=== design 1 ===
Figure 1. Zoomed window (design 1).
Region (2, 2) to (32, 32) um. Cells in gray, sequential cells in the stronger gray; small squares are vias.
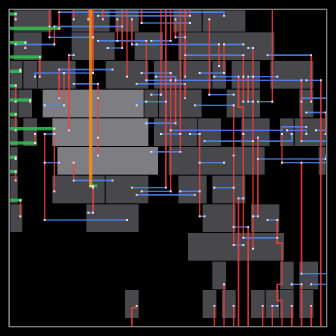

[src/rtl/cache_control.sv]
// Control FSM for a 2-way set-associative, write-back, write-allocate, 1-bit-LRU cache.
// Optional performance counters are enabled by defining CACHE_PERF_CNT_EN.

package dimux;
    typedef enum logic {
        mem_wdata256_from_cpu = 1'b0,
        line_o_from_memory    = 1'b1
    } dimux_sel_t;
endpackage

package domux;
    typedef enum logic {
        data_array_0 = 1'b0,
        data_array_1 = 1'b1
    } domux_sel_t;
endpackage

package wemux;
    typedef enum logic [1:0] {
        zeros                       = 2'b00,
        ones                        = 2'b01,
        mem_byte_enable256_from_cpu = 2'b10
    } wemux_sel_t;
endpackage

package addrmux;
    typedef enum logic [1:0] {
        mem_address_from_cpu = 2'b00,
        cache_0              = 2'b01,
        cache_1              = 2'b10
    } addrmux_sel_t;
endpackage

module cache_control #(
    parameter int PERF_W = 32
) (
    input  logic                         clk,
    input  logic                         rst,
    // CPU side
    input  logic                         mem_read,
    input  logic                         mem_write,
    output logic                         mem_resp,
    // cacheline adaptor side
    output logic                         pmem_read,
    output logic                         pmem_write,
    input  logic                         pmem_resp,
    // datapath status
    input  logic                         lru_o,
    input  logic [1:0]                   valid_o,
    input  logic [1:0]                   dirty_o,
    input  logic [1:0]                   cmp_o,
    // datapath control
    output dimux::dimux_sel_t            dimux_sel,
    output domux::domux_sel_t            domux_sel,
    output wemux::wemux_sel_t [1:0]      wemux_sel,
    output addrmux::addrmux_sel_t        addrmux_sel,
    output logic                         lru_load,
    output logic                         lru_i,
    output logic [1:0]                   valid_load,
    output logic [1:0]                   valid_i,
    output logic [1:0]                   dirty_load,
    output logic [1:0]                   dirty_i,
    output logic [1:0]                   tag_load,
    // debug / performance
    output logic [1:0]                   state_dbg,
    output logic [PERF_W-1:0]            hit_count,
    output logic [PERF_W-1:0]            miss_count,
    output logic [PERF_W-1:0]            wb_count
);

    // Handshakes: the CPU holds mem_read/mem_write (and address/data) until
    // mem_resp pulses for one cycle; pmem_read/pmem_write are held until the
    // adaptor pulses pmem_resp for one cycle, which ends the transfer.

    typedef enum logic [1:0] {
        IDLE      = 2'd0,
        CHECK     = 2'd1,
        WRITEBACK = 2'd2,
        FILL      = 2'd3
    } state_t;

    state_t state, state_next;
    logic   victim, victim_next;

    logic       req;
    logic       is_write;
    logic [1:0] hit;
    logic       hit_any;
    logic       hit_way;
    logic       victim_dirty;

    assign req          = mem_read | mem_write;
    assign is_write     = mem_write;
    assign hit          = valid_o & cmp_o;
    assign hit_any      = |hit;
    assign hit_way      = hit[1] & ~hit[0];
    assign victim_dirty = valid_o[lru_o] & dirty_o[lru_o];
    assign state_dbg    = state;

    always_ff @(posedge clk or negedge rst) begin
        if (!rst) begin
            state  <= IDLE;
            victim <= 1'b0;
        end else begin
            state  <= state_next;
            victim <= victim_next;
        end
    end

    always_comb begin
        state_next   = state;
        victim_next  = victim;
        mem_resp     = 1'b0;
        pmem_read    = 1'b0;
        pmem_write   = 1'b0;
        dimux_sel    = dimux::mem_wdata256_from_cpu;
        domux_sel    = domux::data_array_0;
        wemux_sel[0] = wemux::zeros;
        wemux_sel[1] = wemux::zeros;
        addrmux_sel  = addrmux::mem_address_from_cpu;
        lru_load     = 1'b0;
        lru_i        = 1'b0;
        valid_load   = 2'b00;
        valid_i      = 2'b00;
        dirty_load   = 2'b00;
        dirty_i      = 2'b00;
        tag_load     = 2'b00;

        case (state)
            IDLE: begin
                if (req) state_next = CHECK;
            end

            CHECK: begin
                if (hit_any) begin
                    mem_resp  = 1'b1;
                    domux_sel = domux::domux_sel_t'(hit_way);
                    lru_load  = 1'b1;
                    lru_i     = ~hit_way;
                    if (is_write) begin
                        dimux_sel           = dimux::mem_wdata256_from_cpu;
                        wemux_sel[hit_way]  = wemux::mem_byte_enable256_from_cpu;
                        dirty_load[hit_way] = 1'b1;
                        dirty_i[hit_way]    = 1'b1;
                    end
                    state_next = IDLE;
                end else begin
                    // The LRU bit names the way to evict; it is frozen here for the whole miss.
                    victim_next = lru_o;
                    state_next  = victim_dirty ? WRITEBACK : FILL;
                end
            end

            WRITEBACK: begin
                pmem_write  = 1'b1;
                addrmux_sel = victim ? addrmux::cache_1 : addrmux::cache_0;
                domux_sel   = domux::domux_sel_t'(victim);
                if (pmem_resp) state_next = FILL;
            end

            FILL: begin
                pmem_read   = 1'b1;
                addrmux_sel = addrmux::mem_address_from_cpu;
                dimux_sel   = dimux::line_o_from_memory;
                if (pmem_resp) begin
                    wemux_sel[victim]  = wemux::ones;
                    tag_load[victim]   = 1'b1;
                    valid_load[victim] = 1'b1;
                    valid_i[victim]    = 1'b1;
                    dirty_load[victim] = 1'b1;
                    dirty_i[victim]    = 1'b0;
                    state_next         = CHECK;
                end
            end

            default: state_next = IDLE;
        endcase
    end

`ifdef CACHE_PERF_CNT_EN
    logic              prev_idle;
    logic [PERF_W-1:0] hit_cnt_q;
    logic [PERF_W-1:0] miss_cnt_q;
    logic [PERF_W-1:0] wb_cnt_q;

    // Only first-pass hits count; the re-check after a fill follows FILL, not IDLE.
    always_ff @(posedge clk or negedge rst) begin
        if (!rst) begin
            prev_idle  <= 1'b0;
            hit_cnt_q  <= '0;
            miss_cnt_q <= '0;
            wb_cnt_q   <= '0;
        end else begin
            prev_idle <= (state == IDLE);
            if (state == CHECK && hit_any && prev_idle && hit_cnt_q != {PERF_W{1'b1}})
                hit_cnt_q <= hit_cnt_q + PERF_W'(1);
            if (state == CHECK && !hit_any && miss_cnt_q != {PERF_W{1'b1}})
                miss_cnt_q <= miss_cnt_q + PERF_W'(1);
            if (state == WRITEBACK && pmem_resp && wb_cnt_q != {PERF_W{1'b1}})
                wb_cnt_q <= wb_cnt_q + PERF_W'(1);
        end
    end

    assign hit_count  = hit_cnt_q;
    assign miss_count = miss_cnt_q;
    assign wb_count   = wb_cnt_q;
`else
    assign hit_count  = '0;
    assign miss_count = '0;
    assign wb_count   = '0;
`endif

endmodule

[config.mk]
export PLATFORM = sky130hd
export DESIGN_NAME = cache_control
export DESIGN_NICKNAME = d
export VERILOG_FILES = /design/src/rtl/cache_control.sv
export SDC_FILE = /design/constraint.sdc
export NUM_CORES = 1
export LEC_CHECK = 0
export CAP_MARGIN = 20
export CORE_UTILIZATION = 27
export DETAILED_ROUTE_END_ITERATION = 7
export MAX_ROUTING_LAYER = met4
export PLACE_DENSITY = 0.84
export SLEW_MARGIN = 40
export SYNTH_ARGS = -nofsm -noshare
export SYNTH_HDL_FRONTEND = slang
export SYNTH_SLANG_ARGS = --single-unit
[constraint.sdc]
create_clock -name clk -period 1.6 [get_ports clk]
set_input_delay 0.32 -clock clk [delete_from_list [all_inputs] [get_ports clk]]
set_output_delay 0.32 -clock clk [all_outputs]
set_load 0.02 [all_outputs]
=== design 2 ===
## config.mk

```make
export PLATFORM = sky130hd
export DESIGN_NAME = conv_bias_relu
export DESIGN_NICKNAME = d
export VERILOG_FILES = /design/src/rtl/conv_bias_relu.sv
export SDC_FILE = /design/constraint.sdc
export NUM_CORES = 1
export LEC_CHECK = 0
export ABC_CLOCK_PERIOD_IN_PS = 2300
export CORE_UTILIZATION = 51
export CTS_CLUSTER_DIAMETER = 40
export DETAILED_ROUTE_END_ITERATION = 8
export PLACE_DENSITY = 0.8
export SLEW_MARGIN = 20
export SYNTH_ARGS = -nofsm -noshare
export SYNTH_HDL_FRONTEND = slang
export SYNTH_SLANG_ARGS = --single-unit
```

## constraint.sdc

```tcl
create_clock -name clk -period 2.3 [get_ports clk]
set_clock_uncertainty 0.15 [all_clocks]
set_input_delay 0.46 -clock clk [delete_from_list [all_inputs] [get_ports clk]]
set_output_delay 0.46 -clock clk [all_outputs]
set_load 0.005 [all_outputs]
```

## src/rtl/conv_bias_relu.sv

```systemverilog
// conv_bias_relu: post-accumulation stage of the conv layer.
// Walks output channels 0..OC, requests each channel's bias from the bias
// loader, then turns NPIX accumulator sums per channel into int8 results:
// (acc >>> SHIFT) + bias, ReLU, saturate to 127.
//
// Ports:
//   clk, rst            clock, asynchronous active-low reset
//   start               one-cycle pulse starting a full layer pass
//   busy, done          pass in progress / one-cycle end-of-pass pulse
//   c_load, cout        bias request pulse and current output channel
//   bias                signed int8 bias for cout, valid from the cycle after c_load
//   acc_valid/ready/data upstream accumulator stream (ready is combinational)
//   out_valid/ready     downstream handshake
//   out_data, out_ch    int8 result (0..127) and its channel index
module conv_bias_relu #(
    parameter int unsigned OC    = 7,
    parameter int unsigned NPIX  = 676,
    parameter int unsigned ACC_W = 20,
    parameter int unsigned SHIFT = 4
) (
    input  logic             clk,
    input  logic             rst,
    input  logic             start,
    output logic             busy,
    output logic             done,
    output logic             c_load,
    output logic [3:0]       cout,
    input  logic [7:0]       bias,
    input  logic             acc_valid,
    output logic             acc_ready,
    input  logic [ACC_W-1:0] acc_data,
    output logic             out_valid,
    input  logic             out_ready,
    output logic [7:0]       out_data,
    output logic [3:0]       out_ch
);

    localparam int unsigned PIX_W = $clog2(NPIX + 1);
    localparam int unsigned CH_W  = 4;

    typedef enum logic [2:0] {IDLE, LOAD, RUN, DRAIN, DONE} state_t;

    state_t           state, state_nxt;
    logic [CH_W-1:0]  cout_nxt;
    logic [PIX_W-1:0] pix_cnt, pix_nxt;
    logic             take;

    // Rescale, bias add at ACC_W+1 bits (cannot overflow), ReLU, saturate
    logic signed [ACC_W-1:0] acc_shr;
    logic signed [ACC_W:0]   sum;
    logic [7:0]              res;

    assign acc_shr = $signed(acc_data) >>> SHIFT;
    assign sum     = {acc_shr[ACC_W-1], acc_shr} + {{(ACC_W - 7){bias[7]}}, bias};

    always_comb begin
        res = sum[7:0];
        if (sum[ACC_W]) begin
            res = 8'd0;
        end else if (|sum[ACC_W-1:7]) begin
            res = 8'd127;
        end
    end

    // Next-state, counters and upstream ready
    always_comb begin
        state_nxt = state;
        cout_nxt  = cout;
        pix_nxt   = pix_cnt;
        acc_ready = 1'b0;
        take      = 1'b0;
        case (state)
            IDLE: begin
                if (start) begin
                    state_nxt = LOAD;
                    cout_nxt  = '0;
                    pix_nxt   = '0;
                end
            end
            LOAD: begin
                state_nxt = RUN;
            end
            RUN: begin
                // Output slot free (or freeing this cycle) and channel not yet complete
                acc_ready = (!out_valid || out_ready) && (pix_cnt < PIX_W'(NPIX));
                take      = acc_valid && acc_ready;
                if (take) begin
                    pix_nxt = pix_cnt + PIX_W'(1);
                    if (pix_cnt == PIX_W'(NPIX - 1)) begin
                        state_nxt = DRAIN;
                    end
                end
            end
            DRAIN: begin
                // Wait for the channel's last result to leave before moving on
                if (!out_valid || out_ready) begin
                    if (cout == CH_W'(OC)) begin
                        state_nxt = DONE;
                    end else begin
                        state_nxt = LOAD;
                        cout_nxt  = cout + CH_W'(1);
                        pix_nxt   = '0;
                    end
                end
            end
            DONE: begin
                state_nxt = IDLE;
                cout_nxt  = '0;
            end
            default: begin
                state_nxt = IDLE;
            end
        endcase
    end

    // State, counters and control outputs registered from the next state
    always_ff @(posedge clk or negedge rst) begin
        if (!rst) begin
            state   <= IDLE;
            cout    <= '0;
            pix_cnt <= '0;
            busy    <= 1'b0;
            c_load  <= 1'b0;
            done    <= 1'b0;
        end else begin
            state   <= state_nxt;
            cout    <= cout_nxt;
            pix_cnt <= pix_nxt;
            busy    <= (state_nxt != IDLE);
            c_load  <= (state_nxt == LOAD);
            done    <= (state_nxt == DONE);
        end
    end

    // Output register: a new result overwrites a departing one without a bubble
    always_ff @(posedge clk or negedge rst) begin
        if (!rst) begin
            out_valid <= 1'b0;
            out_data  <= '0;
            out_ch    <= '0;
        end else if (take) begin
            out_valid <= 1'b1;
            out_data  <= res;
            out_ch    <= cout;
        end else if (out_ready) begin
            out_valid <= 1'b0;
        end
    end

endmodule

```

=== design 3 ===
==> config.mk <==
export PLATFORM = sky130hd
export DESIGN_NAME = mem_interface
export DESIGN_NICKNAME = d
export VERILOG_FILES = /design/src/rtl/mem_interface.sv
export SDC_FILE = /design/constraint.sdc
export NUM_CORES = 1
export LEC_CHECK = 0
export CORE_MARGIN = 2
export CORE_UTILIZATION = 47
export CTS_CLUSTER_DIAMETER = 40
export DETAILED_ROUTE_END_ITERATION = 7
export PLACE_DENSITY = 0.85
export RECOVER_POWER = 25
export SLEW_MARGIN = 40
export SYNTH_ARGS = -nofsm -noshare
export SYNTH_HDL_FRONTEND = slang
export SYNTH_SLANG_ARGS = --single-unit
==> constraint.sdc <==
create_clock -name Clock -period 3.3 [get_ports Clock]
set_input_delay 0.66 -clock Clock [delete_from_list [all_inputs] [get_ports Clock]]
set_output_delay 0.66 -clock Clock [all_outputs]
set_load 0.01 [all_outputs]
==> src/rtl/mem_interface.sv <==
// Memory interface stage: owns MAR/MDR and sequences wait-stated reads/writes on a sync single-port RAM.
// Optional build macro MEM_ADDR_CHECK_EN: out-of-range requests complete without a RAM strobe and set err.
module mem_interface #(
    parameter int DATA_W      = 32,
    parameter int ADDR_W      = 9,
    parameter int WAIT_STATES = 1,
    parameter int MEM_DEPTH   = 512
) (
    input  logic              Clock,
    input  logic              Reset,
    input  logic [DATA_W-1:0] BusMuxOut,
    input  logic              MARin,
    input  logic              MDRin,
    input  logic              ReadEn,
    input  logic              Write,
    output logic [DATA_W-1:0] MDR_q,
    output logic [ADDR_W-1:0] MAR_q,
    output logic [ADDR_W-1:0] mem_addr,
    output logic [DATA_W-1:0] mem_wdata,
    output logic              mem_re,
    output logic              mem_we,
    input  logic [DATA_W-1:0] mem_rdata,
    output logic              busy,
    output logic              done,
    output logic              err
);
    // state   | meaning
    // IDLE    | no transaction, accepts requests and MDR bus loads
    // RD_WAIT | mem_re held while the wait counter runs down
    // RD_CAP  | capture mem_rdata into MDR, pulse done
    // WR_WAIT | mem_we held while the wait counter runs down, done on terminal count
    typedef enum logic [1:0] {IDLE, RD_WAIT, RD_CAP, WR_WAIT} state_t;

    state_t            state_q, state_d;
    logic [3:0]        cnt_q, cnt_d;
    logic [ADDR_W-1:0] mar_q;
    logic [ADDR_W-1:0] addr_q, addr_d;
    logic [DATA_W-1:0] mdr_q, mdr_d;
    logic [DATA_W-1:0] wdata_q, wdata_d;
    logic              re_q, re_d;
    logic              we_q, we_d;
    logic              err_q, err_d;
    logic              rd_zero_q, rd_zero_d;
    logic              wr_prev_q;
    logic              read_req, wr_edge, mdr_load, addr_oor;

    assign read_req = MDRin & ReadEn;
    assign wr_edge  = Write & ~wr_prev_q;
    assign mdr_load = MDRin & ~ReadEn;

`ifdef MEM_ADDR_CHECK_EN
    assign addr_oor = (32'(mar_q) >= MEM_DEPTH);
`else
    // Range check compiled out; the depth term only keeps the parameter referenced.
    assign addr_oor = 1'b0 && (MEM_DEPTH > 0);
`endif

    always_ff @(posedge Clock or negedge Reset) begin
        if (!Reset) begin
            state_q   <= IDLE;
            cnt_q     <= 4'd0;
            mar_q     <= '0;
            addr_q    <= '0;
            mdr_q     <= '0;
            wdata_q   <= '0;
            re_q      <= 1'b0;
            we_q      <= 1'b0;
            err_q     <= 1'b0;
            rd_zero_q <= 1'b0;
            wr_prev_q <= 1'b0;
        end else begin
            state_q   <= state_d;
            cnt_q     <= cnt_d;
            addr_q    <= addr_d;
            mdr_q     <= mdr_d;
            wdata_q   <= wdata_d;
            re_q      <= re_d;
            we_q      <= we_d;
            err_q     <= err_d;
            rd_zero_q <= rd_zero_d;
            wr_prev_q <= Write;
            if (MARin) mar_q <= BusMuxOut[ADDR_W-1:0];
        end
    end

    always_comb begin
        state_d   = state_q;
        cnt_d     = cnt_q;
        addr_d    = addr_q;
        mdr_d     = mdr_q;
        wdata_d   = wdata_q;
        re_d      = re_q;
        we_d      = we_q;
        err_d     = err_q;
        rd_zero_d = rd_zero_q;
        done      = 1'b0;

        case (state_q)
            IDLE: begin
                if (mdr_load) mdr_d = BusMuxOut;
                if (read_req) begin
                    addr_d    = mar_q;
                    cnt_d     = 4'(WAIT_STATES);
                    re_d      = 1'b1;
                    rd_zero_d = 1'b0;
                    state_d   = RD_WAIT;
                    if (wr_edge) err_d = 1'b1;
                    if (addr_oor) begin
                        re_d      = 1'b0;
                        rd_zero_d = 1'b1;
                        err_d     = 1'b1;
                        state_d   = RD_CAP;
                    end
                end else if (wr_edge) begin
                    addr_d  = mar_q;
                    wdata_d = mdr_q;
                    cnt_d   = 4'(WAIT_STATES);
                    we_d    = 1'b1;
                    state_d = WR_WAIT;
                    // Out-of-range write: one silent cycle in WR_WAIT gives the done pulse.
                    if (addr_oor) begin
                        we_d  = 1'b0;
                        cnt_d = 4'd0;
                        err_d = 1'b1;
                    end
                end
            end
            RD_WAIT: begin
                if (cnt_q == 4'd0) begin
                    re_d    = 1'b0;
                    state_d = RD_CAP;
                end else begin
                    cnt_d = cnt_q - 4'd1;
                end
            end
            RD_CAP: begin
                mdr_d   = rd_zero_q ? '0 : mem_rdata;
                done    = 1'b1;
                state_d = IDLE;
            end
            WR_WAIT: begin
                if (cnt_q == 4'd0) begin
                    we_d    = 1'b0;
                    done    = 1'b1;
                    state_d = IDLE;
                end else begin
                    cnt_d = cnt_q - 4'd1;
                end
            end
            default: state_d = IDLE;
        endcase

        if (state_q != IDLE && (read_req || wr_edge || mdr_load)) err_d = 1'b1;
    end

    assign MDR_q     = mdr_q;
    assign MAR_q     = mar_q;
    assign mem_addr  = addr_q;
    assign mem_wdata = wdata_q;
    assign mem_re    = re_q;
    assign mem_we    = we_q;
    assign busy      = (state_q != IDLE);
    assign err       = err_q;

endmodule

=== design 4 ===
===== src/rtl/inst_prefetch_buf.sv =====
`default_nettype none
// ============================================================================
// Module   : inst_prefetch_buf
// Purpose  : Instruction-fetch front end between the core fetch stage and a
//            variable-latency request/grant instruction memory. Keeps several
//            fetches in flight and queues returned words, each tagged with its
//            PC, in a DEPTH-entry FIFO. A redirect flushes the queue and
//            discards responses to fetches issued before it.
// Ports    : clk, rst            - clock, synchronous active-high reset
//            mem_req_o/addr_o    - fetch request and word-aligned address
//            mem_gnt_i           - memory accepted the current request
//            mem_rvalid_i/rdata_i- in-order response and its instruction word
//            inst_valid_o/inst_o/inst_pc_o - FIFO head towards the core
//            inst_ready_i        - core consumes the head
//            redirect_i/redirect_pc_i - flush and restart fetch at a new PC
// Revision : 1.0 - initial release
// ============================================================================
module inst_prefetch_buf #(
  parameter int                ADDR_W   = 32,
  parameter int                DATA_W   = 32,
  parameter int                DEPTH    = 4,
  parameter logic [ADDR_W-1:0] RESET_PC = 32'h1c000000
) (
  input  logic              clk,
  input  logic              rst,
  output logic              mem_req_o,
  output logic [ADDR_W-1:0] mem_addr_o,
  input  logic              mem_gnt_i,
  input  logic              mem_rvalid_i,
  input  logic [DATA_W-1:0] mem_rdata_i,
  output logic              inst_valid_o,
  output logic [DATA_W-1:0] inst_o,
  output logic [ADDR_W-1:0] inst_pc_o,
  input  logic              inst_ready_i,
  input  logic              redirect_i,
  input  logic [ADDR_W-1:0] redirect_pc_i
);

  localparam int CW = $clog2(DEPTH) + 1;
  localparam int PW = $clog2(DEPTH);
  localparam logic [ADDR_W-1:0] PC_STEP = ADDR_W'(4);

  logic [ADDR_W-1:0] fetch_pc;
  logic [ADDR_W-1:0] resp_pc;
  logic [CW-1:0]     count;
  logic [CW-1:0]     outstanding;
  logic [CW-1:0]     drop_cnt;
  logic [PW-1:0]     wr_ptr;
  logic [PW-1:0]     rd_ptr;

  logic [ADDR_W-1:0] pc_mem   [DEPTH];
  logic [DATA_W-1:0] data_mem [DEPTH];

  logic [CW:0]   credit_sum;
  logic          grant;
  logic          push;
  logic          pop;
  logic [CW-1:0] outstanding_nxt;

  // Every queued entry and every in-flight request holds one FIFO slot, so a
  // request is only issued when a slot is guaranteed for its response.
  assign credit_sum = {1'b0, count} + {1'b0, outstanding};
  assign mem_req_o  = !rst && !redirect_i && (credit_sum < (CW+1)'(DEPTH));
  assign mem_addr_o = fetch_pc;
  assign grant      = mem_req_o && mem_gnt_i;

  // A response in the redirect cycle belongs to the old stream: never kept.
  assign push = mem_rvalid_i && !redirect_i && (drop_cnt == '0);
  assign pop  = inst_valid_o && inst_ready_i && !redirect_i;

  assign outstanding_nxt = outstanding + CW'(grant) - CW'(mem_rvalid_i);

  assign inst_valid_o = !rst && (count != '0);
  assign inst_o       = data_mem[rd_ptr];
  assign inst_pc_o    = pc_mem[rd_ptr];

  always_ff @(posedge clk) begin
    if (rst) begin
      fetch_pc    <= RESET_PC;
      resp_pc     <= RESET_PC;
      count       <= '0;
      outstanding <= '0;
      drop_cnt    <= '0;
      wr_ptr      <= '0;
      rd_ptr      <= '0;
    end else begin
      outstanding <= outstanding_nxt;
      if (redirect_i) begin
        count    <= '0;
        wr_ptr   <= '0;
        rd_ptr   <= '0;
        fetch_pc <= redirect_pc_i;
        resp_pc  <= redirect_pc_i;
        // Everything still in flight after this cycle is from the old stream.
        drop_cnt <= outstanding_nxt;
      end else begin
        if (grant) begin
          fetch_pc <= fetch_pc + PC_STEP;
        end
        if (mem_rvalid_i && (drop_cnt != '0)) begin
          drop_cnt <= drop_cnt - CW'(1);
        end
        if (push) begin
          resp_pc <= resp_pc + PC_STEP;
          wr_ptr  <= wr_ptr + PW'(1);
        end
        if (pop) begin
          rd_ptr <= rd_ptr + PW'(1);
        end
        count <= count + CW'(push) - CW'(pop);
      end
    end
  end

  // Storage needs no reset: entries are only read while count is non-zero.
  always_ff @(posedge clk) begin
    if (push) begin
      pc_mem[wr_ptr]   <= resp_pc;
      data_mem[wr_ptr] <= mem_rdata_i;
    end
  end

endmodule
`default_nettype wire


===== config.mk =====
export PLATFORM = sky130hd
export DESIGN_NAME = inst_prefetch_buf
export DESIGN_NICKNAME = d
export VERILOG_FILES = /design/src/rtl/inst_prefetch_buf.sv
export SDC_FILE = /design/constraint.sdc
export NUM_CORES = 1
export LEC_CHECK = 0
export CAP_MARGIN = 10
export CORE_UTILIZATION = 50
export CTS_BUF_LIST = sky130_fd_sc_hd__clkbuf_4 sky130_fd_sc_hd__clkbuf_8 sky130_fd_sc_hd__clkbuf_16
export DETAILED_ROUTE_END_ITERATION = 7
export HOLD_SLACK_MARGIN = 0.08
export PLACE_DENSITY = 0.85
export SLEW_MARGIN = 20
export SYNTH_ARGS = -nofsm -noshare
export SYNTH_HDL_FRONTEND = slang
export SYNTH_SLANG_ARGS = --single-unit

===== constraint.sdc =====
create_clock -name clk -period 9.5 [get_ports clk]
set_input_delay 1.425 -clock clk [delete_from_list [all_inputs] [get_ports clk]]
set_output_delay 1.425 -clock clk [all_outputs]
set_load 0.02 [all_outputs]

Figure 2. Signal wires on met1 (design 1).
Bar = 20 um. Cells faint in the background.
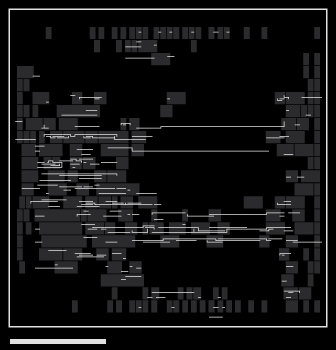
- wire length on this layer: 612 um
- longest straight run: 28.5 um
- nets with wire on the layer: 107

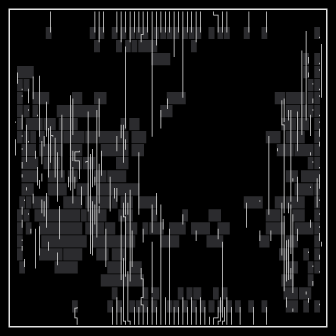
Figure 3: design 1, signal wires on met2.
Cells faint in the background.
- longest straight run: 26.5 um
- main direction: vertical
- share of all routed wire: 57%
- wire length on this layer: 1,130 um
- nets with wire on the layer: 200

## Picture notes: Figure 1
- orange: M4
- blue: M1
- green: M3
- red: M2
- netlist names of flops here include: state_dbg (2), victim (1)
- most frequent: conb_1 (17), buf_4 (8), buf_6 (4)
- cells with their middle in the window: 56
- sequential cells in the window: 3

==> results_slide.txt, design 1 <==
Synthesis and Place & Route Summary

Status
  • Status: finished, violations left
  • Failing checks: negative setup slack

Critical path
  • Critical path origin: state_dbg[0]$_DFFE_PN0P_
  • Crit-path max cell delay: 0.42 ns
  • Bufs and invs on worst path: 3
  • Crit path depth: 7
  • Cell chain of the critical path: ha_4 > buf_6 > nand3_4 > inv_4 > and2_4 > or2_4 > buf_6
  • RR Endpoint: state_dbg[1]$_DFFE_PN0P_
  • Most frequent CP cell: buf_6

Power
  • Comb group: 1.27 mW
  • Leak Pwr: 0.812 nW
  • Main power group: combinational cells
  • Net switching power: 0.791 mW

Flow run
  • Tool warning count: 32
  • Max_cap viols: 0

Clock network
  • H-tree levels: 1
  • Post-cts gate resize count: 133
  • Worst-path clk slew: about 0.030 ns
  • CTS tree: yes

Timing
  • Final worst path period need: 1.86 ns
  • Final Hold Viols: 0
  • Final Setup Violations: 14
  • Worst Setup Slack, final: -0.261 ns

Synth
  • Asr flop ratio synth: 100%
  • Seq/Total Area, Yosys: under 10%
  • Cells after Synth: between 100 and 150
  • Most frequent cell after synthesis: buf_4

Final layout
  • Largest cell class: combinational gates
  • Area growth syn-to-layout: 30.9%
  • Combinational share of cell area: 50.0%
  • Layout cells sized above 1: 39.3%
  • Logic area: 723 um2
  • N_diodes: 0

Global routing
  • Met1 GRT Util: under 10%
  • GR Overflow Total: 0
  • Overall Global Routing Usage: slightly below 8%
  • Largest net degree at the start of global routing: 7

Route
  • Met2 WL: 1130 um
  • Final wirelength: between 1500 and 2000 um

Floorplanning
  • Die height: 66.0 um
## design 1: cell usage in the layout (no fill, tap or decap), types with 2 or more instances in the layout
master and n:
inv_4 2, nor2_1 2, nor2_2 3, buf_4 25
dlygate4sd2_1 4, mux2_2 2, nand2_2 2, and2_4 3
nand2_1 3, and3_4 2, ha_4 4, clkdlybuf4s50_1 9
inv_2 2, buf_6 17, dfrtp_2 2, clkbuf_8 3
or2_4 2, buf_2 2, conb_1 96
## design 1: stage by stage
stage          instance area (um2)  power [mW]  setup TNS (ns)  instances  utilization, %
2_1_floorplan                 1500       0.984         -0.0628        241               -
3_3_place_gp                  1280        1.22          -10.26        239            33.6
3_5_place_dp                  1280        1.24          -10.59        239            33.6
4_1_cts                       1380        1.57           -1.74        246            36.2
5_1_grt                       1450        1.77           -2.66        249            38.1
6_report                      1450        1.66           -1.74        249            38.1
## design 1: kinds of logic after synthesis
group / Yosys count / share of synthesized area [%]
AND-OR/OR-AND: 7 / 4.53
adder cells (fa/ha/maj): 4 / 4.53
buffers and inverters: 106 / 70.6
flip-flops: 3 / 6.79
multiplexers: 3 / 3.05
other: 1 / 0.339
AND/OR/NAND/NOR: 22 / 10.2
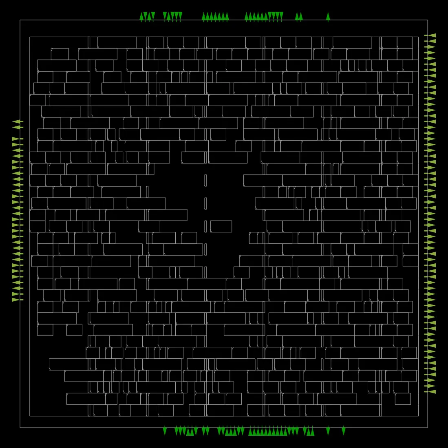
Figure 4: design 3, cell outlines without signal wires.
fill count: 610
area of the core: 0.00826 mm2
Cell Rows: 33

==> results_slide.txt, design 3 <==
Synthesis and Place & Route Summary

Status
  • Status: completed

Timing
  • Worst Skew: 0.0101 ns
  • Fmax: 341 MHz
  • Slew Limit Fails: 0
  • Relative slew slack: 14.3%

Route
  • DR vias: between 2,000 and 3,000
  • Vias per inst: roughly 5.0
  • Iteration tally of the first detailed-router pass: 4
  • DR DRC count: 0

Critical path
  • Critical path origin: cnt_q[0]$_DFFE_PN0P_
  • RR Endpoint: mem_wdata[26]$_DFFE_PN0P_
  • Worst setup path end: done

Final layout
  • Inverters excl. clock: 5
  • Top cell excl fill/tap: clkdlybuf4s50_1
  • Registers: 92
  • N_diodes: 0

Placed design
  • Worst slack at placement: ~0.74 ns

Floorplanning
  • Die span in x: ~96 um
  • Die height: 96.5 um

Synth
  • Top_reg_cell synth: dfrtp_1
  • AO/OA Area Share: 6.20%
  • Seq/Total Area, Yosys: 57.3%

Clock network
  • CTS Hold Bufs: 0
  • Sink Count: 92

Global routing
  • First-pass GRT wire length: about 15,000 um

Power
  • P_clk: approximately 0.77 mW
  • Comb group: 2.61 mW
## design 3: cells in the mapped netlist (all sizes together) (2+ instances only)
| master | number |
|---|---|
| mux2i | 32 |
| inv | 5 |
| mux2 | 50 |
| nor3b | 2 |
| clkbuf | 7 |
| buf | 10 |
| nand3 | 3 |
| o21ai | 35 |
| and2b | 2 |
| nand2 | 41 |
| nor2 | 4 |
| dfrtp | 92 |
| a21oi | 4 |
## design 3: routing by layer
| metal | up-vias | wire length [um] | global-route usage [%] |
|---|---|---|---|
| met5 | - | 0 | 0 |
| met4 | 0 | 180 | 7.63 |
| met3 | 13 | 864 | 5.35 |
| met2 | 116 | 4640 | 35.9 |
| met1 | 1362 | 3800 | 25.6 |
| li1 | 1343 | - | - |
## design 3: through the flow
step / power [mW] / std cells / hold WS [ns] / area [um2] / util, %
2_1_floorplan: 3.33 / 300 / 0.364 / 4020 / -
3_5_place_dp: 4.68 / 548 / 0.476 / 5630 / 68.2
5_1_grt: 5.75 / 564 / 0.526 / 5830 / 70.6
6_report: 5.40 / 564 / 0.503 / 5830 / 70.6
4_1_cts: 5.46 / 564 / 0.345 / 5830 / 70.6
3_3_place_gp: 4.57 / 548 / 0.474 / 5630 / 68.2
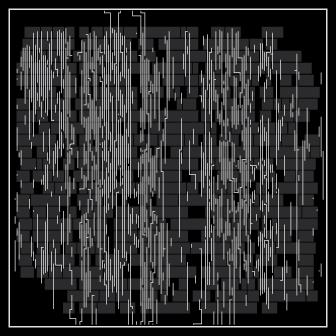
Figure 5: design 2, signal wires on met2.
Cells faint in the background.
- wire length on this layer: 3,590 um
- nets with wire on the layer: 374
- share of all routed wire: 53%
- longest straight run: 54.7 um
- main direction: vertical

==> results_slide.txt, design 2 <==
Synthesis and Place & Route Summary

Status
  • Status: finished, violations left
  • Failing checks: negative setup slack

Timing
  • Sum of negative setup slack: -1.45 ns
  • Final Setup Violations: 7
  • Fmax: about 400 MHz
  • Worst Setup Slack, final: -0.220 ns
  • Relative slew slack: 73.7%

Power
  • Seq pwr: 0.713 mW

Global routing
  • Vias in the first global route: 2,523

Clock network
  • CTS tree: yes
  • Setup Buffers After CTS: 4
  • Sink Count: 33

Critical path
  • Crit path DAT: 2.53 ns
  • Worst reg2reg path depth: 10
  • Worst-path fanout max: 7
  • Critical path origin: acc_data[4]
  • Crit-path max cell delay: 0.38 ns

Synth
  • AO/OA Area Share: between 20% and 30%
  • Cells after Synth: 259
  • Seq/Total Area, Yosys: 33.3%
  • Post-Syn Nets: 311

Route
  • DR top layer: met4
  • Iteration tally of the first detailed-router pass: 4

Final layout
  • Max reg flops: 10
  • Fill count: 268
  • FF/Latch Area: 826 um2

Worst hold path
  • Hold path depth: 1

Placed design
  • Worst slack at placement: -0.942 ns
design 2: placed cells by master (no fill, tap or decap), types with 3 or more instances in the layout:
master	Yosys	final
nand2_1	21	20
a221oi_2	7	7
nor3_1	6	3
a21oi_1	22	17
dfrtp_1	33	33
a21o_1	8	8
buf_4	1	57
nand2b_1	6	5
a21oi_2	5	8
nand4_1	4	4
mux2i_1	4	3
mux2_2	3	3
clkbuf_8	0	5
buf_6	2	4
a31oi_1	7	7
o21ai_0	5	5
and2_1	5	4
a22o_1	3	3
xor2_1	8	7
and3_1	4	4
dlygate4sd2_1	0	14
ha_4	0	9
xnor2_1	7	7
clkdlybuf4s50_1	0	28
ha_1	18	9
inv_1	6	6
nand3_1	9	8
nor2_1	21	19
design 2: worst register-to-register path: stages (launching register included):
cell and delay [ns]:
dfrtp_1 0.39, buf_4 0.14, buf_4 0.14, a21oi_1 0.17, o2111a_2 0.23, buf_4 0.12, nand3_4 0.11, a21bo_4 0.26
nor3_2 0.20, xnor2_1 0.15, nor2_1 0.06
design 2: final cells by class:
type,count,share of cell area [%]
tap,52,1.72
sequential,33,21.9
timing repair buffer,108,24.3
inverter,6,0.596
multi-input combinational,214,49.2
clock inverter,3,0.464
clock buffer,5,1.82
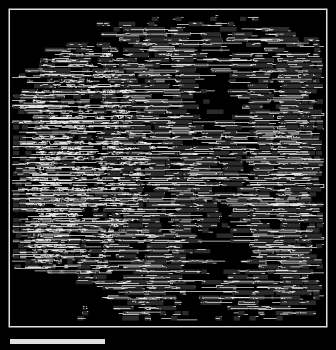
Figure 6: design 4, signal wires on met1.
Bar = 50 um. Cells faint in the background.
- share of all routed wire: 44%
- main direction: horizontal

==> results_slide.txt, design 4 <==
Synthesis and Place & Route Summary

Status
  • Failing checks: design-rule violations
  • Status: finished, violations left

Worst hold path
  • Hold path depth: 2

Clock network
  • Sink Count: 335

Final layout
  • Combinational share of cell area: 23.9%
  • Fill count: 1,857
  • Most frequent logic cells in the routed design: 256 x edfxtp_1, 166 x clkdlybuf4s50_1, 77 x dfxtp_1
  • Area growth syn-to-layout: 22.8%

Synth
  • Synth area leader: edfxtp_1
  • Ys flops: 335
  • Synth area leaders: edfxtp_1 57%, dfxtp_1 12%, mux4_2 11%, xnor2_1 2.2%, a21boi_0 1.4%

Global routing
  • First-pass GRT wire length: 43,600 um

Critical path
  • Most frequent CP cell: clkdlybuf4s50_1

Route
  • DR DRC count: 15
  • Final wirelength: 27,400 um

Power
  • Net switching power: 0.720 mW

Placed design
  • GPL Wtd Cong: ~0.9
[design 4: worst paths after layout]
check,start,endpoint,slack (ns)
worst max-delay path,redirect_i,mem_req_o,4.83
worst max register to register,count[2]$_SDFF_PP0_,drop_cnt[2]$_SDFFE_PP0P_,6.13
worst min-delay path,mem_addr_o[0]$_SDFFE_PP0P_,mem_addr_o[0]$_SDFFE_PP0P_,0.47
worst min register to register,mem_addr_o[0]$_SDFFE_PP0P_,mem_addr_o[0]$_SDFFE_PP0P_,0.47
[design 4: layer usage]
metal / track usage (%) / routed length, um
met5: 0 / 0
met4: 5.19 / 463
met3: 3.90 / 1980
met2: 31.9 / 12800
met1: 28.6 / 12200
[design 4: cell families after synthesis]
family | after synthesis | share of synthesized area [%]
xor+xnor | 47 | 3.04
compound gates | 103 | 5.05
buf+inv | 78 | 2.34
fa+ha+maj | 16 | 1.59
flops | 335 | 68.5
mux | 65 | 10.7
simple gates | 208 | 8.77
[design 4: critical path, delay by kind of cell]
kind	cells	cell delay (ns)
and+or+nand+nor	2	0.52
buffers and inverters	3	1.30

## Gallery

Signal wires on met3.
Plate I
Bar = 20 um. Cells faint in the background.
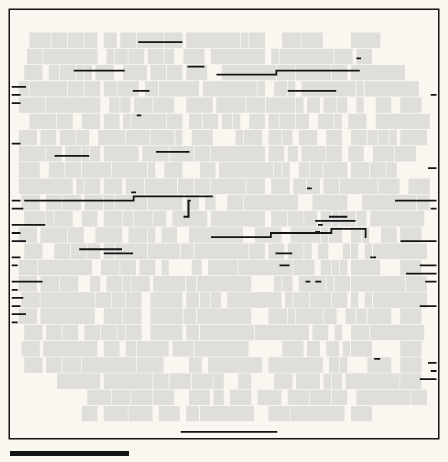
Plate II
Bar = 50 um. Cells faint in the background.
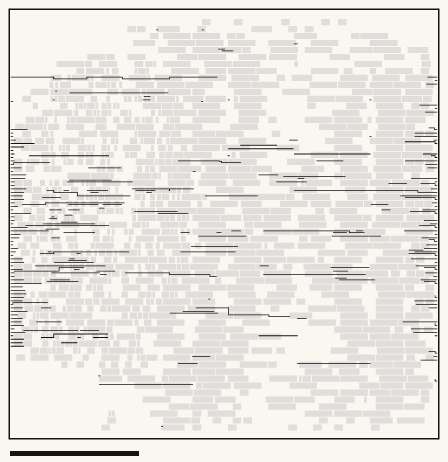
Plate III
Bar = 20 um. Cells faint in the background.
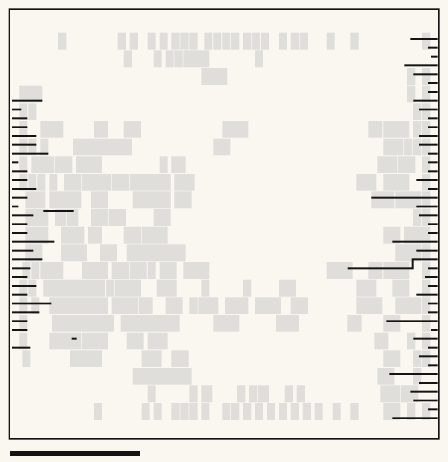
Plate IV
Bar = 20 um. Cells faint in the background.
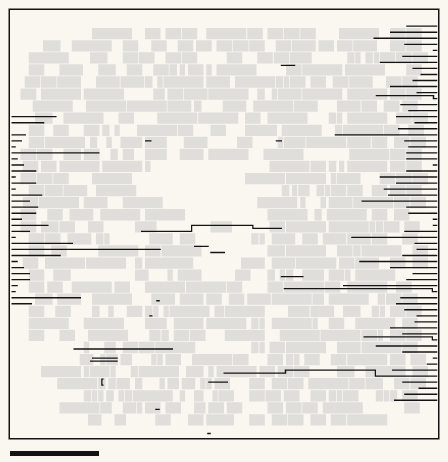
Plate II: design 4
Plate I: design 2
Plate III: design 1
Plate IV: design 3

Key to Plate I:
- nets with wire on the layer: 47
- wire length on this layer: 232 um


=== design 5 ===
Figure 7. Signal wires on met1 (design 5).
Bar = 100 um. Cells faint in the background.
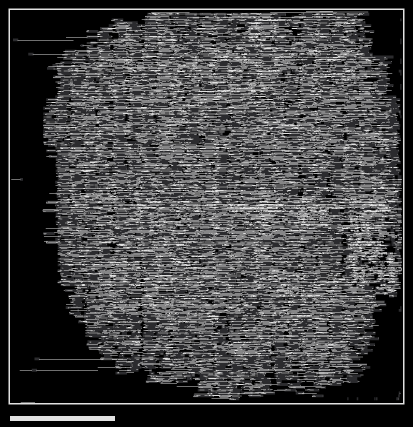
Figure 8. Signal wires on met2 (design 5).
Cells faint in the background.
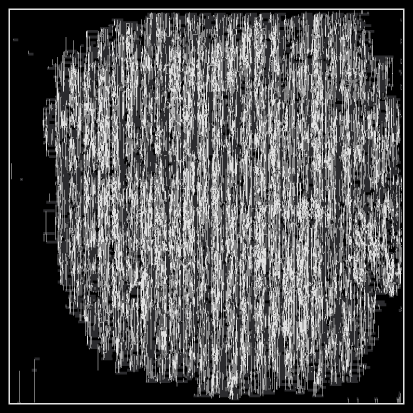
Figure 9. Signal wires on met3 (design 5).
Bar = 100 um. Cells faint in the background.
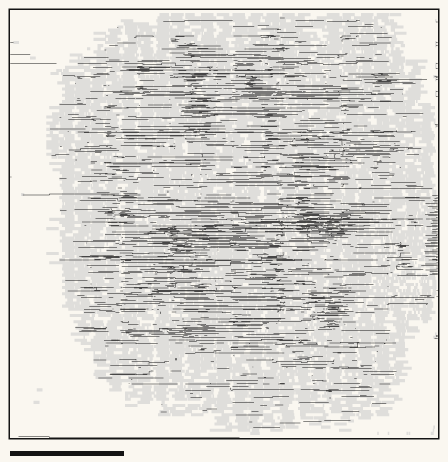
$ cat src/rtl/rangefinder_pkg.sv
// Shared constants for the rangefinder sample capture block: CSR map, control/status bits
// and the capture FSM encoding.
package rangefinder_pkg;

    localparam int unsigned CsrControl = 0;
    localparam int unsigned CsrTrigPtr = 1;
    localparam int unsigned CsrPretrig = 2;

    localparam int unsigned CtrlArm   = 0;
    localparam int unsigned CtrlAbort = 1;
    localparam int unsigned CtrlIrqEn = 2;

    localparam int unsigned StatBusy  = 0;
    localparam int unsigned StatDone  = 1;
    localparam int unsigned StatIrqEn = 2;

    typedef enum logic [2:0] {
        StIdle    = 3'd0,
        StPrefill = 3'd1,
        StArmed   = 3'd2,
        StPost    = 3'd3,
        StDone    = 3'd4
    } cap_state_e;

endpackage

$ cat src/rtl/rangefinder_sample_dpram.sv
// Simple dual-port sample RAM: one write port, one registered read port, old data returned
// on a same-address read-during-write.
module rangefinder_sample_dpram #(
    parameter int unsigned DATA_W = 8,
    parameter int unsigned ADDR_W = 8
) (
    input  logic              clk,
    input  logic              we,
    input  logic [ADDR_W-1:0] waddr,
    input  logic [DATA_W-1:0] wdata,
    input  logic              re,
    input  logic [ADDR_W-1:0] raddr,
    output logic [DATA_W-1:0] rdata
);

    logic [DATA_W-1:0] mem [2**ADDR_W];

    always_ff @(posedge clk) begin
        if (we) mem[waddr] <= wdata;
        if (re) rdata <= mem[raddr];
    end

endmodule

$ cat src/rtl/rangefinder_sample_capture.sv
// Pre/post-trigger sample capture into a circular buffer with an Avalon-MM CSR/memory port
// and a level interrupt on capture completion.
module rangefinder_sample_capture
    import rangefinder_pkg::*;
#(
    parameter int unsigned DATA_W      = 8,
    parameter int unsigned ADDR_W      = 8,
    parameter int unsigned PRETRIG_RST = 32
) (
    input  logic              clk,
    input  logic              reset_n,
    input  logic              st_valid,
    input  logic [DATA_W-1:0] st_data,
    input  logic              trig_in,
    input  logic [ADDR_W:0]   avs_address,
    input  logic              avs_read,
    input  logic              avs_write,
    input  logic [31:0]       avs_writedata,
    output logic [31:0]       avs_readdata,
    output logic              irq
);

    localparam int unsigned Depth       = 2**ADDR_W;
    localparam int unsigned PretrigInit = (PRETRIG_RST > Depth - 1) ? Depth - 1 : PRETRIG_RST;

    cap_state_e state_q, state_d;
    logic [ADDR_W-1:0] wr_ptr_q, wr_ptr_d;
    logic [ADDR_W-1:0] trig_ptr_q, trig_ptr_d;
    logic [ADDR_W-1:0] pretrig_q, pretrig_act_q, pretrig_wdata;
    logic [ADDR_W:0]   pre_cnt_q, pre_cnt_d;
    logic [ADDR_W:0]   post_cnt_q, post_cnt_d;
    logic [ADDR_W:0]   post_target;
    logic              irq_en_q;
    logic              rd_q, csr_rd_q;
    logic [31:0]       csr_rdata_q, csr_rdata;
    logic [DATA_W-1:0] ram_rdata;

    logic              csr_sel, ctrl_wr, pretrig_wr, arm, abort;
    logic              busy, done, store;
    logic [ADDR_W-1:0] csr_word;

    assign csr_sel    = avs_address[ADDR_W];
    assign csr_word   = avs_address[ADDR_W-1:0];
    assign ctrl_wr    = avs_write && csr_sel && (csr_word == ADDR_W'(CsrControl));
    assign pretrig_wr = avs_write && csr_sel && (csr_word == ADDR_W'(CsrPretrig));
    assign arm        = ctrl_wr && avs_writedata[CtrlArm];
    assign abort      = ctrl_wr && avs_writedata[CtrlAbort];

    assign busy  = (state_q == StPrefill) || (state_q == StArmed) || (state_q == StPost);
    assign done  = (state_q == StDone);
    // A control write in the same cycle as a sample takes priority; the sample is dropped.
    assign store = st_valid && busy && !arm && !abort;
    assign irq   = done && irq_en_q;

    assign pretrig_wdata = (avs_writedata > 32'(Depth - 1)) ? ADDR_W'(Depth - 1)
                                                            : avs_writedata[ADDR_W-1:0];
    // Post-samples needed (trigger included) so the buffer ends up holding exactly Depth samples.
    assign post_target   = (ADDR_W+1)'(Depth) - {1'b0, pretrig_act_q};

    always_comb begin
        state_d    = state_q;
        wr_ptr_d   = wr_ptr_q;
        pre_cnt_d  = pre_cnt_q;
        post_cnt_d = post_cnt_q;
        trig_ptr_d = trig_ptr_q;
        if (abort) begin
            state_d = StIdle;
        end else if (arm) begin
            state_d    = StPrefill;
            wr_ptr_d   = '0;
            pre_cnt_d  = '0;
            post_cnt_d = '0;
        end else begin
            if (store) wr_ptr_d = wr_ptr_q + ADDR_W'(1);
            unique case (state_q)
                StPrefill: begin
                    if (pretrig_act_q == '0) begin
                        state_d = StArmed;
                    end else if (st_valid) begin
                        pre_cnt_d = pre_cnt_q + (ADDR_W+1)'(1);
                        if (pre_cnt_d == {1'b0, pretrig_act_q}) state_d = StArmed;
                    end
                end
                StArmed: begin
                    if (st_valid && trig_in) begin
                        trig_ptr_d = wr_ptr_q;
                        post_cnt_d = (ADDR_W+1)'(1);
                        state_d    = (post_target == (ADDR_W+1)'(1)) ? StDone : StPost;
                    end
                end
                StPost: begin
                    if (st_valid) begin
                        post_cnt_d = post_cnt_q + (ADDR_W+1)'(1);
                        if (post_cnt_d == post_target) state_d = StDone;
                    end
                end
                default: ;
            endcase
        end
    end

    always_comb begin
        csr_rdata = '0;
        if (csr_word == ADDR_W'(CsrControl)) begin
            csr_rdata[StatBusy]  = busy;
            csr_rdata[StatDone]  = done;
            csr_rdata[StatIrqEn] = irq_en_q;
        end else if (csr_word == ADDR_W'(CsrTrigPtr)) begin
            csr_rdata = 32'(trig_ptr_q);
        end else if (csr_word == ADDR_W'(CsrPretrig)) begin
            csr_rdata = 32'(pretrig_q);
        end
    end

    always_ff @(posedge clk or negedge reset_n) begin
        if (!reset_n) begin
            state_q       <= StIdle;
            wr_ptr_q      <= '0;
            pre_cnt_q     <= '0;
            post_cnt_q    <= '0;
            trig_ptr_q    <= '0;
            pretrig_q     <= ADDR_W'(PretrigInit);
            pretrig_act_q <= ADDR_W'(PretrigInit);
            irq_en_q      <= 1'b0;
            rd_q          <= 1'b0;
            csr_rd_q      <= 1'b0;
            csr_rdata_q   <= '0;
        end else begin
            state_q    <= state_d;
            wr_ptr_q   <= wr_ptr_d;
            pre_cnt_q  <= pre_cnt_d;
            post_cnt_q <= post_cnt_d;
            trig_ptr_q <= trig_ptr_d;
            if (ctrl_wr) irq_en_q <= avs_writedata[CtrlIrqEn];
            if (pretrig_wr) pretrig_q <= pretrig_wdata;
            if (arm && !abort) pretrig_act_q <= pretrig_q;
            rd_q        <= avs_read;
            csr_rd_q    <= csr_sel;
            csr_rdata_q <= csr_rdata;
        end
    end

    // RAM output is not resettable, so the read mux is qualified by a resettable read flag.
    assign avs_readdata = !rd_q    ? 32'd0 :
                          csr_rd_q ? csr_rdata_q : 32'(ram_rdata);

    rangefinder_sample_dpram #(
        .DATA_W (DATA_W),
        .ADDR_W (ADDR_W)
    ) u_dpram (
        .clk   (clk),
        .we    (store),
        .waddr (wr_ptr_q),
        .wdata (st_data),
        .re    (avs_read && !csr_sel),
        .raddr (csr_word),
        .rdata (ram_rdata)
    );

endmodule

$ cat config.mk
export PLATFORM = sky130hd
export DESIGN_NAME = rangefinder_sample_capture
export DESIGN_NICKNAME = d
export VERILOG_FILES = /design/src/rtl/rangefinder_pkg.sv /design/src/rtl/rangefinder_sample_dpram.sv /design/src/rtl/rangefinder_sample_capture.sv
export SDC_FILE = /design/constraint.sdc
export NUM_CORES = 2
export LEC_CHECK = 0
export CORE_UTILIZATION = 60
export CTS_BUF_LIST = sky130_fd_sc_hd__clkbuf_2 sky130_fd_sc_hd__clkbuf_4 sky130_fd_sc_hd__clkbuf_8
export CTS_CLUSTER_DIAMETER = 80
export DETAILED_ROUTE_END_ITERATION = 10
export PLACE_DENSITY = 0.82
export SLEW_MARGIN = 20
export SYNTH_ARGS = -nofsm -noshare
export SYNTH_HDL_FRONTEND = slang
export SYNTH_HIERARCHICAL = 1
export SYNTH_SLANG_ARGS = --single-unit
$ cat constraint.sdc
create_clock -name clk -period 3.6 [get_ports clk]
set_input_delay 0.54 -clock clk [delete_from_list [all_inputs] [get_ports clk]]
set_output_delay 0.54 -clock clk [all_outputs]
set_load 0.005 [all_outputs]
==> results_slide.txt <==
Synthesis and Place & Route Summary

Final layout
  • Most flop-heavy register: u_dpram/mem
  • Area growth syn-to-layout: 12.0%
  • Number of logic gates: 1,773

Timing
  • Unrepaired setup endpoints after global routing: false
  • Final Hold Slack: 0.0922 ns

Route
  • DR DRC count: 0
  • WL met1: about 70,000 um

Power
  • Leak Pwr: about 30 nW

Synth
  • Cells after Synth: 4,155
  • Synth area leaders: edfxtp_1 74%, mux4_2 12%, dfrtp_1 1.9%, mux2i_1 1.7%, nor2_1 1.4%

Global routing
  • Met1 GRT Util: between 30% and 40%

Status
  • Status: completed

Critical path
  • Cell chain of the critical path: dlygate4sd3_1 > clkdlybuf4s50_1 > and2_1 > nand4_1 > o21ai_0 > clkinv_1 > buf_12 > nand4_1 > buf_4 > nor2_1
  • CP Data Required Time: ~4.2 ns

Placed design
  • Detailed Place HPWL: 124,000 um

Floorplanning
  • Area of the core: ~0.14 mm2

Clock network
  • Clk Latency, worst-skew pair: a little over 1 ns
  • Post-cts gate resize count: 0
## Picture notes: Figure 7
- share of all routed wire: 35%
- wire length on this layer: 70.5 mm
- nets with wire on the layer: 4,450
- main direction: horizontal
- longest straight run: 69.5 um

## Picture notes: Figure 8
- nets with wire on the layer: 4,220
- main direction: vertical
- wire length on this layer: 95.2 mm
- share of all routed wire: 48%
- longest straight run: 103 um

## Picture notes: Figure 9
- share of all routed wire: 13%
- nets with wire on the layer: 857
- longest straight run: 167 um
- main direction: horizontal
- wire length on this layer: 26.3 mm

## kinds of logic (layout without fill, tap and decap cells)
kind of cell / after synthesis / count (layout) / share of synthesized area [%]
mux: 613 / 613 / 14.2
other cells: 1 / 26 / 0.00448
compound gates: 485 / 485 / 4.07
flops: 2120 / 2120 / 75.8
simple gates: 615 / 615 / 3.44
fa+ha+maj: 5 / 5 / 0.0748
buf+inv: 285 / 889 / 2.11
xor+xnor: 31 / 31 / 0.359
## stage by stage
| step | worst slack, ns | std cells | util [%] | total power, mW | area, um2 |
|---|---|---|---|---|---|
| 2_1_floorplan | 0.544 | 4178 | - | 29.8 | 83700 |
| 3_3_place_gp | -0.451 | 5999 | 63.4 | 31.2 | 87400 |
| 3_5_place_dp | -0.450 | 5999 | 63.4 | 31.3 | 87400 |
| 4_1_cts | 0.492 | 6576 | 68.0 | 50.2 | 93700 |
| 5_1_grt | 0.344 | 6577 | 68.0 | 51.5 | 93700 |
| 6_report | 0.414 | 6578 | 68.0 | 50.0 | 93700 |
## power breakdown
| group | total, mW | switching [mW] | internal, mW |
|---|---|---|---|
| Combinational | 3.33 | 2.09 | 1.25 |
| Sequential | 27.5 | 0.300 | 27.2 |
| Clock | 19.2 | 8.89 | 10.3 |


==> layout pictures side by side <==
Cell outlines without signal wires.
shot_01.png
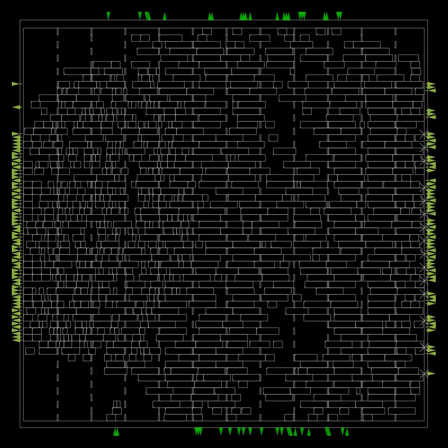
shot_02.png
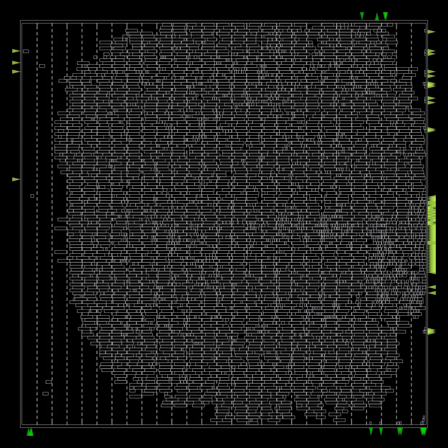
shot_03.png
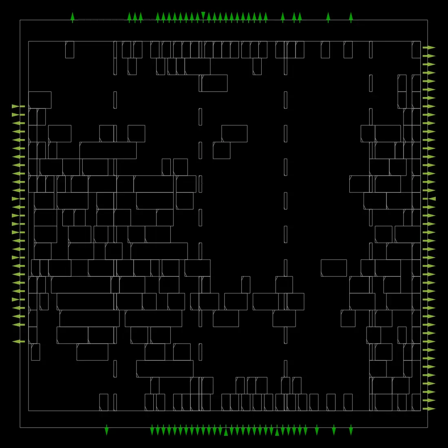
shot_04.png
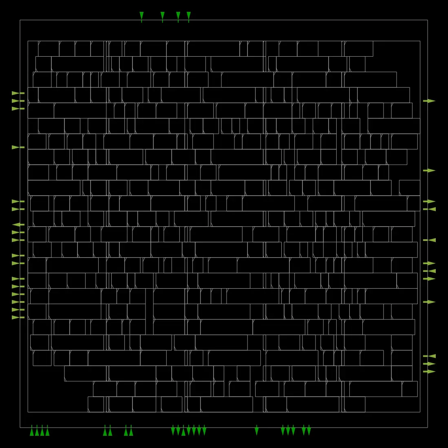
- fewest cells: shot_03.png
- most sequential cells: shot_02.png
shot_04.png is design 2.
shot_03.png is design 1.
shot_02.png is design 5.
shot_01.png is design 4.

Power and IR drop assume default switching activity.
